=== serial_add_ctrl ===
**serial_add_ctrl: selected gate families**

(4 px per um)
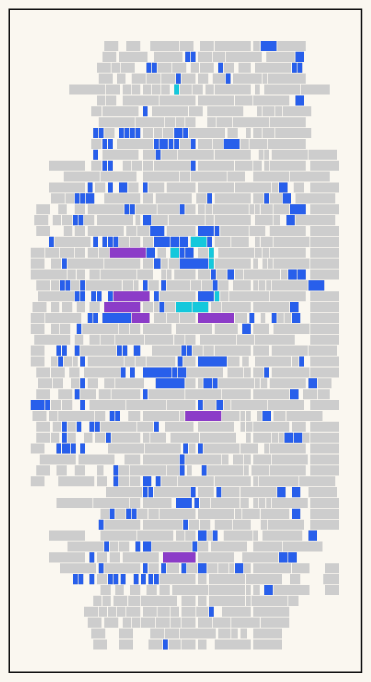

File: src/rtl/serial_add_pkg.sv
// Shared types and helpers for the bit-serial adder sequencer.
package serial_add_pkg;

  typedef enum logic [1:0] {
    ST_IDLE,
    ST_RUN,
    ST_DONE
  } sa_state_t;

  // Bit-counter width; a one-bit operand still needs a one-bit counter.
  function automatic int calc_cnt_w(input int width);
    return (width <= 1) ? 1 : $clog2(width);
  endfunction

endpackage

File: src/rtl/full_adder.sv
// Single-bit full adder; the only arithmetic element of the serial sequencer.
module full_adder (
  input  logic a,
  input  logic b,
  input  logic cin,
  output logic s,
  output logic cout
);

  assign s    = a ^ b ^ cin;
  assign cout = (a & b) | (cin & (a ^ b));

endmodule

File: src/rtl/serial_add_ctrl.sv
// Bit-serial adder sequencer: one full adder, one bit per clock, LSB first,
// with valid/ready handshakes on the operand and result sides.
module serial_add_ctrl
  import serial_add_pkg::*;
#(
  parameter int WIDTH = 32
) (
  input  logic             clk,
  input  logic             rst_n,
  input  logic             in_valid,
  output logic             in_ready,
  input  logic [WIDTH-1:0] a,
  input  logic [WIDTH-1:0] b,
  input  logic             cin,
  input  logic             abort,
  output logic             out_valid,
  input  logic             out_ready,
  output logic [WIDTH-1:0] s,
  output logic             cout,
  output logic             ovf,
  output logic             busy
);

  localparam int               CNT_W    = calc_cnt_w(WIDTH);
  localparam logic [CNT_W-1:0] LAST_CNT = CNT_W'(WIDTH - 1);

  sa_state_t        r_state;
  sa_state_t        w_next_state;
  logic [WIDTH-1:0] r_a_sh;
  logic [WIDTH-1:0] r_b_sh;
  logic [WIDTH-1:0] r_s_sh;
  logic [WIDTH-1:0] w_s_sh_next;
  logic             r_carry;
  logic [CNT_W-1:0] r_cnt;
  logic [WIDTH-1:0] r_s;
  logic             r_cout;
  logic             r_ovf;
  logic             w_fa_s;
  logic             w_fa_cout;
  logic             w_last;

  full_adder fa (
    .a   (r_a_sh[0]),
    .b   (r_b_sh[0]),
    .cin (r_carry),
    .s   (w_fa_s),
    .cout(w_fa_cout)
  );

  assign w_last      = (r_cnt == LAST_CNT);
  assign w_s_sh_next = (r_s_sh >> 1) | (WIDTH'(w_fa_s) << (WIDTH - 1));

  // NOTE: sequential state is updated with non-blocking assignments so every
  // register samples the pre-edge values of its neighbours.
  always_ff @(posedge clk or negedge rst_n) begin
    if (!rst_n) r_state <= ST_IDLE;
    else        r_state <= w_next_state;
  end

  // NOTE: every combinational output gets a default first, so no path can
  // leave it unassigned and infer a latch.
  always_comb begin
    w_next_state = r_state;
    case (r_state)
      ST_IDLE: if (in_valid)                w_next_state = ST_RUN;
      ST_RUN:  if (abort)                   w_next_state = ST_IDLE;
               else if (w_last)             w_next_state = ST_DONE;
      ST_DONE: if (abort || out_ready)      w_next_state = ST_IDLE;
      default:                              w_next_state = ST_IDLE;
    endcase
  end

  always_comb begin
    in_ready  = 1'b0;
    out_valid = 1'b0;
    busy      = 1'b0;
    case (r_state)
      ST_IDLE: in_ready = 1'b1;
      ST_RUN:  busy     = 1'b1;
      ST_DONE: begin
        out_valid = 1'b1;
        busy      = 1'b1;
      end
      default: ;
    endcase
  end

  // NOTE: every datapath register is reset, including the shift registers,
  // so nothing undefined can ever reach s/cout/ovf.
  always_ff @(posedge clk or negedge rst_n) begin
    if (!rst_n) begin
      r_a_sh  <= '0;
      r_b_sh  <= '0;
      r_s_sh  <= '0;
      r_carry <= 1'b0;
      r_cnt   <= '0;
      r_s     <= '0;
      r_cout  <= 1'b0;
      r_ovf   <= 1'b0;
    end else begin
      case (r_state)
        ST_IDLE: begin
          if (in_valid) begin
            r_a_sh  <= a;
            r_b_sh  <= b;
            r_carry <= cin;
            r_s_sh  <= '0;
            r_cnt   <= '0;
          end
        end
        ST_RUN: begin
          r_a_sh  <= r_a_sh >> 1;
          r_b_sh  <= r_b_sh >> 1;
          r_s_sh  <= w_s_sh_next;
          r_carry <= w_fa_cout;
          r_cnt   <= r_cnt + CNT_W'(1);
          // On the MSB step r_carry is the carry into the MSB, so the result
          // registers are loaded here and hold untouched until the next result.
          if (w_last && !abort) begin
            r_s    <= w_s_sh_next;
            r_cout <= w_fa_cout;
            r_ovf  <= r_carry ^ w_fa_cout;
          end
        end
        default: ;
      endcase
    end
  end

  assign s    = r_s;
  assign cout = r_cout;
  assign ovf  = r_ovf;

endmodule

File: config.mk
export PLATFORM = sky130hd
export DESIGN_NAME = serial_add_ctrl
export DESIGN_NICKNAME = d
export VERILOG_FILES = /design/src/rtl/serial_add_pkg.sv /design/src/rtl/full_adder.sv /design/src/rtl/serial_add_ctrl.sv
export SDC_FILE = /design/constraint.sdc
export NUM_CORES = 1
export LEC_CHECK = 0
export ABC_AREA = 1
export ABC_CLOCK_PERIOD_IN_PS = 1350
export CORE_ASPECT_RATIO = 2
export CORE_MARGIN = 5
export CORE_UTILIZATION = 49
export CTS_BUF_LIST = sky130_fd_sc_hd__clkbuf_4
export DETAILED_ROUTE_END_ITERATION = 16
export HOLD_SLACK_MARGIN = 0.08
export PLACE_DENSITY = 0.85
export SYNTH_ARGS = -nofsm -noshare
export SYNTH_HDL_FRONTEND = slang
export SYNTH_SLANG_ARGS = --single-unit
File: constraint.sdc
create_clock -name clk -period 1.35 [get_ports clk]
set_input_delay 0.135 -clock clk [delete_from_list [all_inputs] [get_ports clk]]
set_output_delay 0.135 -clock clk [all_outputs]
set_load 0.05 [all_outputs]
=== execution_mdu ===
===== config.mk =====
export PLATFORM = sky130hd
export DESIGN_NAME = execution_mdu
export DESIGN_NICKNAME = d
export VERILOG_FILES = /design/src/rtl/execution_mdu.sv
export SDC_FILE = /design/constraint.sdc
export NUM_CORES = 2
export LEC_CHECK = 0
export CORE_MARGIN = 1.5
export CORE_UTILIZATION = 50
export CTS_BUF_LIST = sky130_fd_sc_hd__clkbuf_16
export DETAILED_ROUTE_END_ITERATION = 12
export PLACE_DENSITY = 0.7
export RECOVER_POWER = 25
export SETUP_SLACK_MARGIN = 0.1
export SYNTH_ARGS = -nofsm -noshare
export SYNTH_HDL_FRONTEND = slang
export SYNTH_SLANG_ARGS = --single-unit

===== constraint.sdc =====
create_clock -name clk -period 7 [get_ports clk]
set_input_delay 1.4 -clock clk [delete_from_list [all_inputs] [get_ports clk]]
set_output_delay 1.4 -clock clk [all_outputs]
set_load 0.05 [all_outputs]

===== src/rtl/execution_mdu.sv =====
// EX stage: single-cycle ALU plus an iterative RV32M/RV64M multiply/divide unit.
// ALU results appear one edge after accept; MDU results appear XLEN+1 edges after accept.
module execution_mdu #(
  parameter int XLEN           = 32,
  parameter int REG_ADDR_WIDTH = 5
) (
  input  logic                      clk,
  input  logic                      rst,
  input  logic                      clk_en,
  input  logic                      i_valid,
  output logic                      o_ready,
  input  logic                      i_flush,
  input  logic                      i_alu_src1,
  input  logic                      i_alu_src2,
  input  logic [XLEN-1:0]           i_pc,
  input  logic [XLEN-1:0]           i_rs1,
  input  logic [XLEN-1:0]           i_rs2,
  input  logic [XLEN-1:0]           i_imm,
  input  logic [3:0]                i_alu_op,
  input  logic                      i_mdu,
  input  logic [2:0]                i_mdu_op,
  input  logic [REG_ADDR_WIDTH-1:0] i_rd,
  input  logic                      i_reg_wr,
  output logic                      o_valid,
  output logic [XLEN-1:0]           o_result,
  output logic [REG_ADDR_WIDTH-1:0] o_rd,
  output logic                      o_reg_wr,
  output logic [XLEN-1:0]           o_data2,
  output logic                      o_busy
);

  localparam int SW = $clog2(XLEN);

  typedef enum logic [1:0] {
    IDLE = 2'd0,
    BUSY = 2'd1,
    FIN  = 2'd2
  } state_t;

  state_t                      state_r, state_s;
  logic [SW-1:0]               cnt_r;
  logic [2*XLEN-1:0]           prod_r, prod_s, prod_neg_s;
  logic [XLEN-1:0]             opnd_r, dividend_r, data2_r;
  logic [2:0]                  op_r;
  logic                        neg_prod_r, neg_rem_r, div_zero_r, reg_wr_r;
  logic [REG_ADDR_WIDTH-1:0]   rd_r;

  logic [XLEN-1:0]             src_a_s, src_b_s, alu_s, mdu_s, abs_a_s, abs_b_s;
  logic [XLEN-1:0]             quot_neg_s, rem_neg_s;
  logic [XLEN:0]               mul_sum_s, rem_sh_s, rem_diff_s;
  logic                        a_neg_s, b_neg_s;
  logic                        accept_s, alu_acc_s, mdu_acc_s, fin_s, last_s;

  assign o_ready = (state_r == IDLE);
  assign o_busy  = (state_r != IDLE);

  // ALU datapath on the selected sources
  always_comb begin
    src_a_s = i_alu_src1 ? i_pc  : i_rs1;
    src_b_s = i_alu_src2 ? i_imm : i_rs2;
    case (i_alu_op)
      4'd0:    alu_s = src_a_s + src_b_s;
      4'd1:    alu_s = src_a_s - src_b_s;
      4'd2:    alu_s = src_a_s << src_b_s[SW-1:0];
      4'd3:    alu_s = {{(XLEN-1){1'b0}}, ($signed(src_a_s) < $signed(src_b_s))};
      4'd4:    alu_s = {{(XLEN-1){1'b0}}, (src_a_s < src_b_s)};
      4'd5:    alu_s = src_a_s ^ src_b_s;
      4'd6:    alu_s = src_a_s >> src_b_s[SW-1:0];
      4'd7:    alu_s = $signed(src_a_s) >>> src_b_s[SW-1:0];
      4'd8:    alu_s = src_a_s | src_b_s;
      4'd9:    alu_s = src_a_s & src_b_s;
      default: alu_s = {XLEN{1'b0}};
    endcase
  end

  // Operand signedness per funct3; iteration always runs on magnitudes
  always_comb begin
    case (i_mdu_op)
      3'd1, 3'd4, 3'd6: begin
        a_neg_s = i_rs1[XLEN-1];
        b_neg_s = i_rs2[XLEN-1];
      end
      3'd2: begin
        a_neg_s = i_rs1[XLEN-1];
        b_neg_s = 1'b0;
      end
      default: begin
        a_neg_s = 1'b0;
        b_neg_s = 1'b0;
      end
    endcase
    abs_a_s = a_neg_s ? (~i_rs1 + {{(XLEN-1){1'b0}}, 1'b1}) : i_rs1;
    abs_b_s = b_neg_s ? (~i_rs2 + {{(XLEN-1){1'b0}}, 1'b1}) : i_rs2;
  end

  // One iteration: shift-add multiply, or restoring divide with {rem, quot} in prod_r
  always_comb begin
    mul_sum_s  = {1'b0, prod_r[2*XLEN-1:XLEN]} + {1'b0, opnd_r};
    rem_sh_s   = {prod_r[2*XLEN-1:XLEN], prod_r[XLEN-1]};
    rem_diff_s = rem_sh_s - {1'b0, opnd_r};
    if (!op_r[2]) begin
      if (prod_r[0]) begin
        prod_s = {mul_sum_s, prod_r[XLEN-1:1]};
      end else begin
        prod_s = {1'b0, prod_r[2*XLEN-1:1]};
      end
    end else if (rem_sh_s >= {1'b0, opnd_r}) begin
      prod_s = {rem_diff_s[XLEN-1:0], prod_r[XLEN-2:0], 1'b1};
    end else begin
      prod_s = {rem_sh_s[XLEN-1:0], prod_r[XLEN-2:0], 1'b0};
    end
  end

  // Final sign correction and half/quotient/remainder selection
  always_comb begin
    prod_neg_s = ~prod_r + {{(2*XLEN-1){1'b0}}, 1'b1};
    quot_neg_s = ~prod_r[XLEN-1:0] + {{(XLEN-1){1'b0}}, 1'b1};
    rem_neg_s  = ~prod_r[2*XLEN-1:XLEN] + {{(XLEN-1){1'b0}}, 1'b1};
    case (op_r)
      3'd0:             mdu_s = neg_prod_r ? prod_neg_s[XLEN-1:0] : prod_r[XLEN-1:0];
      3'd1, 3'd2, 3'd3: mdu_s = neg_prod_r ? prod_neg_s[2*XLEN-1:XLEN] : prod_r[2*XLEN-1:XLEN];
      3'd4, 3'd5: begin
        if (div_zero_r) begin
          mdu_s = {XLEN{1'b1}};
        end else begin
          mdu_s = neg_prod_r ? quot_neg_s : prod_r[XLEN-1:0];
        end
      end
      default: begin
        if (div_zero_r) begin
          mdu_s = dividend_r;
        end else begin
          mdu_s = neg_rem_r ? rem_neg_s : prod_r[2*XLEN-1:XLEN];
        end
      end
    endcase
  end

  // Handshake and sequencing qualifiers; flush masks both accept and completion
  always_comb begin
    accept_s  = i_valid & (state_r == IDLE) & clk_en & ~i_flush;
    alu_acc_s = accept_s & ~i_mdu;
    mdu_acc_s = accept_s & i_mdu;
    fin_s     = (state_r == FIN) & ~i_flush;
    last_s    = (state_r == BUSY) & (cnt_r == SW'(XLEN - 1));
  end

  // Next-state logic
  always_comb begin
    state_s = state_r;
    if (i_flush) begin
      state_s = IDLE;
    end else begin
      case (state_r)
        IDLE:    state_s = mdu_acc_s ? BUSY : IDLE;
        BUSY:    state_s = last_s ? FIN : BUSY;
        FIN:     state_s = IDLE;
        default: state_s = IDLE;
      endcase
    end
  end

  // State register
  always_ff @(posedge clk) begin
    if (rst) begin
      state_r <= IDLE;
    end else if (clk_en) begin
      state_r <= state_s;
    end
  end

  // Operand capture, iteration registers and registered outputs
  always_ff @(posedge clk) begin
    if (rst) begin
      cnt_r      <= {SW{1'b0}};
      prod_r     <= {(2*XLEN){1'b0}};
      opnd_r     <= {XLEN{1'b0}};
      dividend_r <= {XLEN{1'b0}};
      data2_r    <= {XLEN{1'b0}};
      op_r       <= 3'd0;
      neg_prod_r <= 1'b0;
      neg_rem_r  <= 1'b0;
      div_zero_r <= 1'b0;
      reg_wr_r   <= 1'b0;
      rd_r       <= {REG_ADDR_WIDTH{1'b0}};
      o_valid    <= 1'b0;
      o_result   <= {XLEN{1'b0}};
      o_rd       <= {REG_ADDR_WIDTH{1'b0}};
      o_reg_wr   <= 1'b0;
      o_data2    <= {XLEN{1'b0}};
    end else if (clk_en) begin
      if (i_flush) begin
        cnt_r    <= {SW{1'b0}};
        o_valid  <= 1'b0;
        o_reg_wr <= 1'b0;
      end else begin
        o_valid  <= alu_acc_s | fin_s;
        o_reg_wr <= (alu_acc_s & i_reg_wr) | (fin_s & reg_wr_r);
        if (alu_acc_s) begin
          o_result <= alu_s;
          o_rd     <= i_rd;
          o_data2  <= i_rs2;
        end else if (fin_s) begin
          o_result <= mdu_s;
          o_rd     <= rd_r;
          o_data2  <= data2_r;
        end
        if (mdu_acc_s) begin
          cnt_r      <= {SW{1'b0}};
          prod_r     <= {{XLEN{1'b0}}, abs_a_s};
          opnd_r     <= abs_b_s;
          dividend_r <= i_rs1;
          data2_r    <= i_rs2;
          op_r       <= i_mdu_op;
          neg_prod_r <= a_neg_s ^ b_neg_s;
          neg_rem_r  <= a_neg_s;
          div_zero_r <= (i_rs2 == {XLEN{1'b0}});
          reg_wr_r   <= i_reg_wr;
          rd_r       <= i_rd;
        end else if (state_r == BUSY) begin
          prod_r <= prod_s;
          cnt_r  <= last_s ? {SW{1'b0}} : cnt_r + SW'(1);
        end
      end
    end
  end

endmodule


=== jtsdram_led_sched ===
`config.mk`:
```
export PLATFORM = sky130hd
export DESIGN_NAME = jtsdram_led_sched
export DESIGN_NICKNAME = d
export VERILOG_FILES = /design/src/rtl/jtsdram_led_sched.sv
export SDC_FILE = /design/constraint.sdc
export NUM_CORES = 1
export LEC_CHECK = 0
export CORE_AREA = 10 10 61 63
export DETAILED_ROUTE_END_ITERATION = 16
export DIE_AREA = 0 0 71 73
export GPL_ROUTABILITY_DRIVEN = 0
export PLACE_DENSITY_LB_ADDON = 0.2
export SYNTH_ARGS = -nofsm -noshare
export SYNTH_HDL_FRONTEND = slang
export SYNTH_SLANG_ARGS = --single-unit
```
`constraint.sdc`:
```
create_clock -name clk -period 4.7 [get_ports clk]
set_input_delay 0.94 -clock clk [delete_from_list [all_inputs] [get_ports clk]]
set_output_delay 0.94 -clock clk [all_outputs]
set_load 0.01 [all_outputs]
```
`src/rtl/jtsdram_led_sched.sv`:
```
// Status LED blink-code scheduler: shows done/busy/bad as 1/2/3 pulses, paced by vertical-blank frame ticks.
// Optional sticky "bad" latch is built when JTSDRAM_LED_STICKY_EN is defined.
module jtsdram_led_sched #(
  parameter int ON_FRAMES  = 4,
  parameter int OFF_FRAMES = 4,
  parameter int GAP_FRAMES = 16
) (
  input  logic       clk,
  input  logic       rst_n,
  input  logic       LVBL,
  input  logic [2:0] req,
  input  logic       clr,
  output logic       led,
  output logic [1:0] src,
  output logic       busy
);

  localparam logic [1:0] S_IDLE = 2'd0;
  localparam logic [1:0] S_ON   = 2'd1;
  localparam logic [1:0] S_OFF  = 2'd2;
  localparam logic [1:0] S_GAP  = 2'd3;

  localparam logic [7:0] ON_LOAD  = 8'(ON_FRAMES - 1);
  localparam logic [7:0] OFF_LOAD = 8'(OFF_FRAMES - 1);
  localparam logic [7:0] GAP_LOAD = 8'(GAP_FRAMES - 1);

  logic       lvbl_reg;
  logic       tick;
  logic [4:0] cnt_reg;
  logic [4:0] cnt_next;
  logic [1:0] state_reg;
  logic [1:0] state_next;
  logic [7:0] timer_reg;
  logic [7:0] timer_next;
  logic [1:0] pulses_reg;
  logic [1:0] pulses_next;
  logic       led_reg;
  logic       led_next;
  logic [1:0] src_reg;
  logic [1:0] src_next;

  logic [2:0] eff_req;
  logic       sel_any;
  logic [1:0] sel_idx;

  assign tick     = LVBL & ~lvbl_reg;
  assign cnt_next = 5'(cnt_reg + 5'd1);

`ifdef JTSDRAM_LED_STICKY_EN
  logic sticky_reg;

  // clr wins over a simultaneous req[2] so software can always clear the latch
  always_ff @(posedge clk or negedge rst_n) begin
    if (!rst_n) begin
      sticky_reg <= 1'b0;
    end else if (clr) begin
      sticky_reg <= 1'b0;
    end else if (req[2]) begin
      sticky_reg <= 1'b1;
    end
  end
`else
  logic unused_clr;
  assign unused_clr = clr;
`endif

  generate
    for (genvar gi = 0; gi < 3; gi++) begin : g_eff
      if (gi == 2) begin : g_bad
`ifdef JTSDRAM_LED_STICKY_EN
        assign eff_req[gi] = req[gi] | sticky_reg;
`else
        assign eff_req[gi] = req[gi];
`endif
      end else begin : g_plain
        assign eff_req[gi] = req[gi];
      end
    end
  endgenerate

  // Highest set request wins; its index + 1 is the pulse count
  always_comb begin
    sel_any = |eff_req;
    sel_idx = 2'd0;
    if (eff_req[2]) begin
      sel_idx = 2'd2;
    end else if (eff_req[1]) begin
      sel_idx = 2'd1;
    end
  end

  always_comb begin
    state_next  = state_reg;
    timer_next  = timer_reg;
    pulses_next = pulses_reg;
    led_next    = led_reg;
    src_next    = src_reg;
    if (tick) begin
      case (state_reg)
        S_IDLE: begin
          if (sel_any) begin
            src_next    = sel_idx;
            pulses_next = 2'(sel_idx + 2'd1);
            led_next    = 1'b1;
            timer_next  = ON_LOAD;
            state_next  = S_ON;
          end else begin
            led_next = cnt_next[4];
          end
        end
        S_ON: begin
          if (timer_reg != 8'd0) begin
            timer_next = timer_reg - 8'd1;
          end else begin
            led_next   = 1'b0;
            timer_next = OFF_LOAD;
            state_next = S_OFF;
          end
        end
        S_OFF: begin
          if (timer_reg != 8'd0) begin
            timer_next = timer_reg - 8'd1;
          end else if (pulses_reg > 2'd1) begin
            pulses_next = pulses_reg - 2'd1;
            led_next    = 1'b1;
            timer_next  = ON_LOAD;
            state_next  = S_ON;
          end else begin
            timer_next = GAP_LOAD;
            state_next = S_GAP;
          end
        end
        S_GAP: begin
          if (timer_reg != 8'd0) begin
            timer_next = timer_reg - 8'd1;
          end else if (sel_any) begin
            src_next    = sel_idx;
            pulses_next = 2'(sel_idx + 2'd1);
            led_next    = 1'b1;
            timer_next  = ON_LOAD;
            state_next  = S_ON;
          end else begin
            // Rejoin the heartbeat at the phase the frame counter is about to take
            led_next   = cnt_next[4];
            state_next = S_IDLE;
          end
        end
        default: begin
          state_next = S_IDLE;
        end
      endcase
    end
  end

  always_ff @(posedge clk or negedge rst_n) begin
    if (!rst_n) begin
      lvbl_reg   <= 1'b0;
      cnt_reg    <= 5'd0;
      state_reg  <= S_IDLE;
      timer_reg  <= 8'd0;
      pulses_reg <= 2'd0;
      led_reg    <= 1'b0;
      src_reg    <= 2'd0;
    end else begin
      lvbl_reg   <= LVBL;
      if (tick) begin
        cnt_reg <= cnt_next;
      end
      state_reg  <= state_next;
      timer_reg  <= timer_next;
      pulses_reg <= pulses_next;
      led_reg    <= led_next;
      src_reg    <= src_next;
    end
  end

  assign led  = led_reg;
  assign src  = src_reg;
  assign busy = (state_reg != S_IDLE);

endmodule

```
**serial_add_ctrl: wire density map**

(3 px per um) 18 x 33 tiles, from white (low) to dark blue (high), scaled to the fullest tile. Values are wire area over tile area, all layers added.
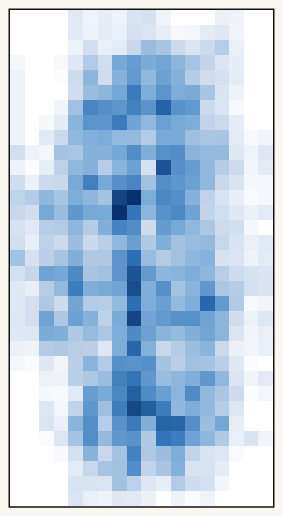
tiles over half the peak = 20%
fullest tile = 0.81
mean over tiles = 0.24
nearly empty tiles = 15%
densest ninth of the die = middle

About 'selected gate families' of serial_add_ctrl:
cyan -> NOR gates  # cells 8
purple -> adder and majority cells  # cells 7
blue -> NAND gates  # cells 199

==> metrics.yaml, serial_add_ctrl <==
n_antenna_cell: 1
area.combinational_mm2: 0.00271
drt_wl_total_um: 20500
violations: "negative setup slack"
seqCellArea_mm2: 0.00343
final_cell_area_mm2: 0.00947
synth_top_cell_by_count: "nand2_1"
finalWorstSetupSlack_ps: -356
grt_antenna_before_repair: 1
seq_share_pct: 36.2
powerDensity_mw_per_mm2: 1980
rsz0062_at_grt: "yes"
grt_pass1_vias: 5692
drc: 0
ys_seq_share_pct: 57.9
dp_hpwl_um: 10100
endpoint: "r_b_sh[27]"
dieWidth_um: 87.7
max_freq_mhz: 586
place_area_mm2: 0.00780
fin_cells: 954
cts_buffers: 17
warnings: 32
nNonClkBuffers: 188
ys_warn_count: 0
cts.clk_slew.worst_paths_ps: 120
regToRegStartpoint: "r_state[0]"
cts_tree: "yes"
die_h_um: 165
fill_cells: 574
dominant_cells: "flip-flops and latches"
outcome: "finished with violations"
setup_viol_count_final: 140
min_from: "a[31]"
min_path_type: "input port to flop"
syn_area_mm2: 0.00592
ff_type: "dfrtp_1"
placedCellCount: 877
fin_nets: 872
common_cells: "188 x nand2_1, 137 x dfrtp_1, 59 x o211ai_1, 57 x or2_2, 42 x inv_1"
ir_drop_mv: 1.34
serial_add_ctrl: where the power goes:
part / internal [mW] / switching, mW
clock: 0.749 / 1.63
sequential: 5.33 / 0.813
combinational: 4.80 / 5.45
total: 10.9 / 7.89
serial_add_ctrl: critical path, cell delays in order (launching register included):
cell and delay, ps:
dfrtp_1 410, buf_4 160, ha_4 190, buf_12 130, buf_12 140, or2_2 290, o211ai_1 130, nand2_1 120
serial_add_ctrl: state kept, by name (all words and copies together) (netlist names):
signal	count
r_b_sh	32
r_a_sh	32
r_s_sh	31
s	32
cout	1
ovf	1
r_cnt	5
r_carry	1
r_state	2
serial_add_ctrl: routing by layer:
metal	track usage, %	wire (um)
met3	5.11	1240
met4	15.4	1550
met1	25.6	6510
met5	0	0
met2	44.1	11200
serial_add_ctrl: cells by family (layout without fill, tap and decap cells):
logic type	after synthesis	in the layout	synth area share [%]
adder cells (fa/ha/maj)	7	7	1.61
buffers and inverters	85	265	6.39
AND-OR/OR-AND	134	134	14.5
AND/OR/NAND/NOR	263	264	19.4
XOR/XNOR	1	1	0.148
other	0	1	0
flip-flops	137	137	57.9
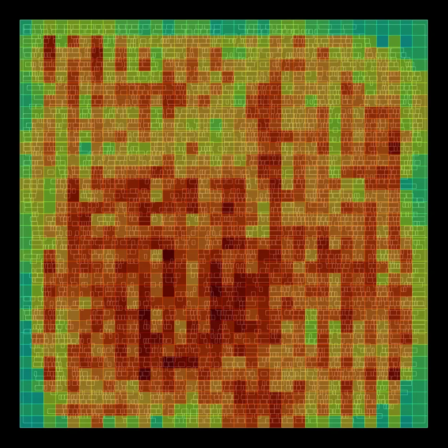
**Above:** execution_mdu (congestion heat map).
met2 Track Usage GR: 63.3%
Final Core Density: 57.3%
met3 Usage GRT: 7.60%
Wirelength per Cell: 25.7 um

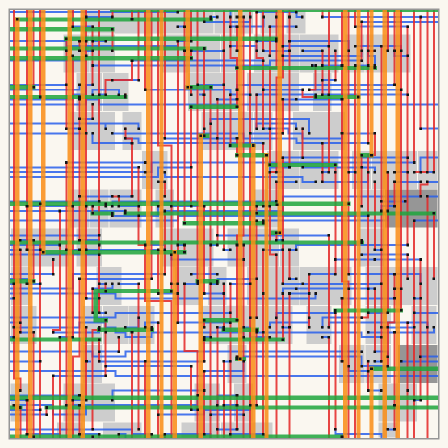
**Above:** execution_mdu (layout detail).
Window x 103 to 133, y 56 to 86 um. Cells in grey, sequential cells in the stronger grey; small squares are vias.
green -> met3
blue -> met1
orange -> met4
red -> met2
most frequent = nand2_1 (13), a21oi_1 (12), mux2i_1 (9)
netlist names of flops here include = `o_result` (1)
cells with their middle in the window = 68
sequential cells in the window = 1

==> metrics.yaml, execution_mdu <==
finalMaxSlewViolations: 129
die_area_mm2: 0.0560
dp_hpwl_um: 90500
swShare_pct: 38.7
comb_power_share_pct: 36.1
placedCellCount: 4597
top_cell_area_share_pct: 18.3
ctsRootBufferMaster: "clkbuf_16"
outcome: "finished with violations"
hold_violations: 0
top_power_group: "combinational cells"
yosys-top-cells-area: "dfxtp_1 18%, mux2i_1 8.5%, nand2_1 8.2%"
seqCellArea_mm2: 0.00499
p_comb_mw: 1.75
globalplace.congestion: 1.05
grt_antenna_before_repair: 3
finalClockSkew_ps: 45.9
max_cap_viol_count: 2
fp-utilization_pct: 50.6
cp_cell_sequence: "buf_2 -> buf_4 -> mux2i_1 -> ha_1 -> inv_1 -> a21o_1 -> a211oi_1 -> and2_1 -> nand3_1 -> a2111oi_0 -> buf_4 -> or4_1 -> o41ai_1 -> a2111oi_0 -> a311oi_1"
r2r_cells: 13
post_cts_buffers: 0
final_cell_area_mm2: 0.0309
ioPinCount: 222
period_needed_ps: 5540
violations: "max-capacitance violations, max-slew violations"
crit_path_end_kind: "flop"
overflow: 0
place_area_mm2: 0.0299
crit_slowest_cell: "mux2i_1"
rsz0062_at_grt: "no"
synthArstFlopShare_pct: 0
p_clk_mw: 1.62
==> execution_mdu: kinds of logic after synthesis <==
logic type / share of synthesized area (%)
simple gates: 20.9
xor+xnor: 6.77
mux: 9.10
buf+inv: 6.78
fa+ha+maj: 8.09
compound gates: 30.1
flops: 18.3
==> execution_mdu: worst max-delay path by stage <==
stage | startpoint | to | slack [ps] | depth (start not counted)
4_1_cts | i_alu_src1 | o_result[26] | 1640 | 15
3_5_place_dp | i_alu_src1 | o_result[26] | 1040 | 15
5_1_grt | i_alu_src1 | o_result[26] | 1060 | 16
2_1_floorplan | i_alu_src2 | o_result[26] | 1480 | 17
6_report | i_alu_src1 | o_result[26] | 1460 | 15
3_3_place_gp | i_alu_src1 | o_result[26] | 1230 | 16
==> execution_mdu: final cells by class <==
cell class | instances | area share [%]
Antenna cell | 1 | 0.00810
Clock buffer | 31 | 2.51
Clock inverter | 26 | 0.696
Inverter | 157 | 1.91
Multi-Input combinational cell | 3184 | 66.6
Sequential cell | 249 | 16.1
Tap cell | 696 | 2.82
Timing Repair Buffer | 311 | 9.35
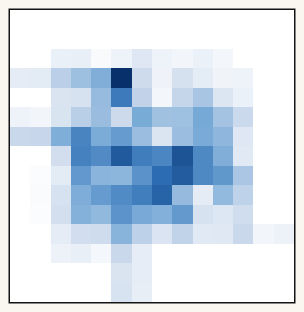
**Above:** jtsdram_led_sched (wire density map).
(4 px per um) 14 x 15 tiles, from white (low) to dark blue (high), scaled to the fullest tile. Values are wire area over tile area, all layers added.
emptiest ninth of the die = top right
nearly empty tiles = 44%
fullest tile = 0.49
densest ninth of the die = middle

==> metrics.yaml, jtsdram_led_sched <==
outcome: "finished clean"
yosys-top-cells-area: "dfrtp_1 38%, ha_1 7.3%, a21oi_1 2.9%"
grt_pass1_wl_um: 5380
drt_wl_total_um: 2950
regToRegStartpoint: "timer_reg[0]"
core_area_mm2: 0.00262
cts_buffers: 3
crit_slowest_cell: "clkdlybuf4s50_1"
seqCellArea_um2: 526
common_cells: "21 x dfrtp_1, 9 x inv_1, 9 x nand2_1"
dr.pass1.iters: 4
path_buffers: 3
edf_count: 0
comb_cells: 106
worstMarginPinSlew_ps: 962
dp_hpwl_um: 2210
whs_endpoint: "cnt_reg[3]"
yosys.area_share.adder_pct: 7.31
ir_drop_mv: 0.428
endpoint: "busy"
cts_buffer_depth: 2
[jtsdram_led_sched: metrics by stage]
| stage | utilization (%) | std cells | hold WS (ps) | instance area (um2) |
|---|---|---|---|---|
| 2_1_floorplan | - | 139 | 446 | 1370 |
| 3_3_place_gp | 56.6 | 176 | 462 | 1480 |
| 3_5_place_dp | 56.6 | 176 | 476 | 1480 |
| 4_1_cts | 57.6 | 180 | 497 | 1510 |
| 5_1_grt | 57.6 | 180 | 522 | 1510 |
| 6_report | 57.6 | 180 | 501 | 1510 |
[jtsdram_led_sched: routing by layer]
layer	share of wire, %	wire length [um]	global-route usage [%]	vias to the layer above
met5	0	0	0	-
met4	0.68	20	4.52	0
met3	4.0	117	2.18	2
met2	50	1490	21.9	12
met1	45	1320	14.7	506
li1	-	-	-	528
[jtsdram_led_sched: report_power, final]
group / total (mW) / switching [mW] / leakage, nW / internal (mW)
clock network: 0.0892 / 0.0574 / 0.0177 / 0.0317
logic: 0.516 / 0.288 / 0.337 / 0.227
registers: 0.335 / 0.0787 / 0.258 / 0.257
total: 0.940 / 0.424 / 0.613 / 0.516

Power and IR drop assume default switching activity.
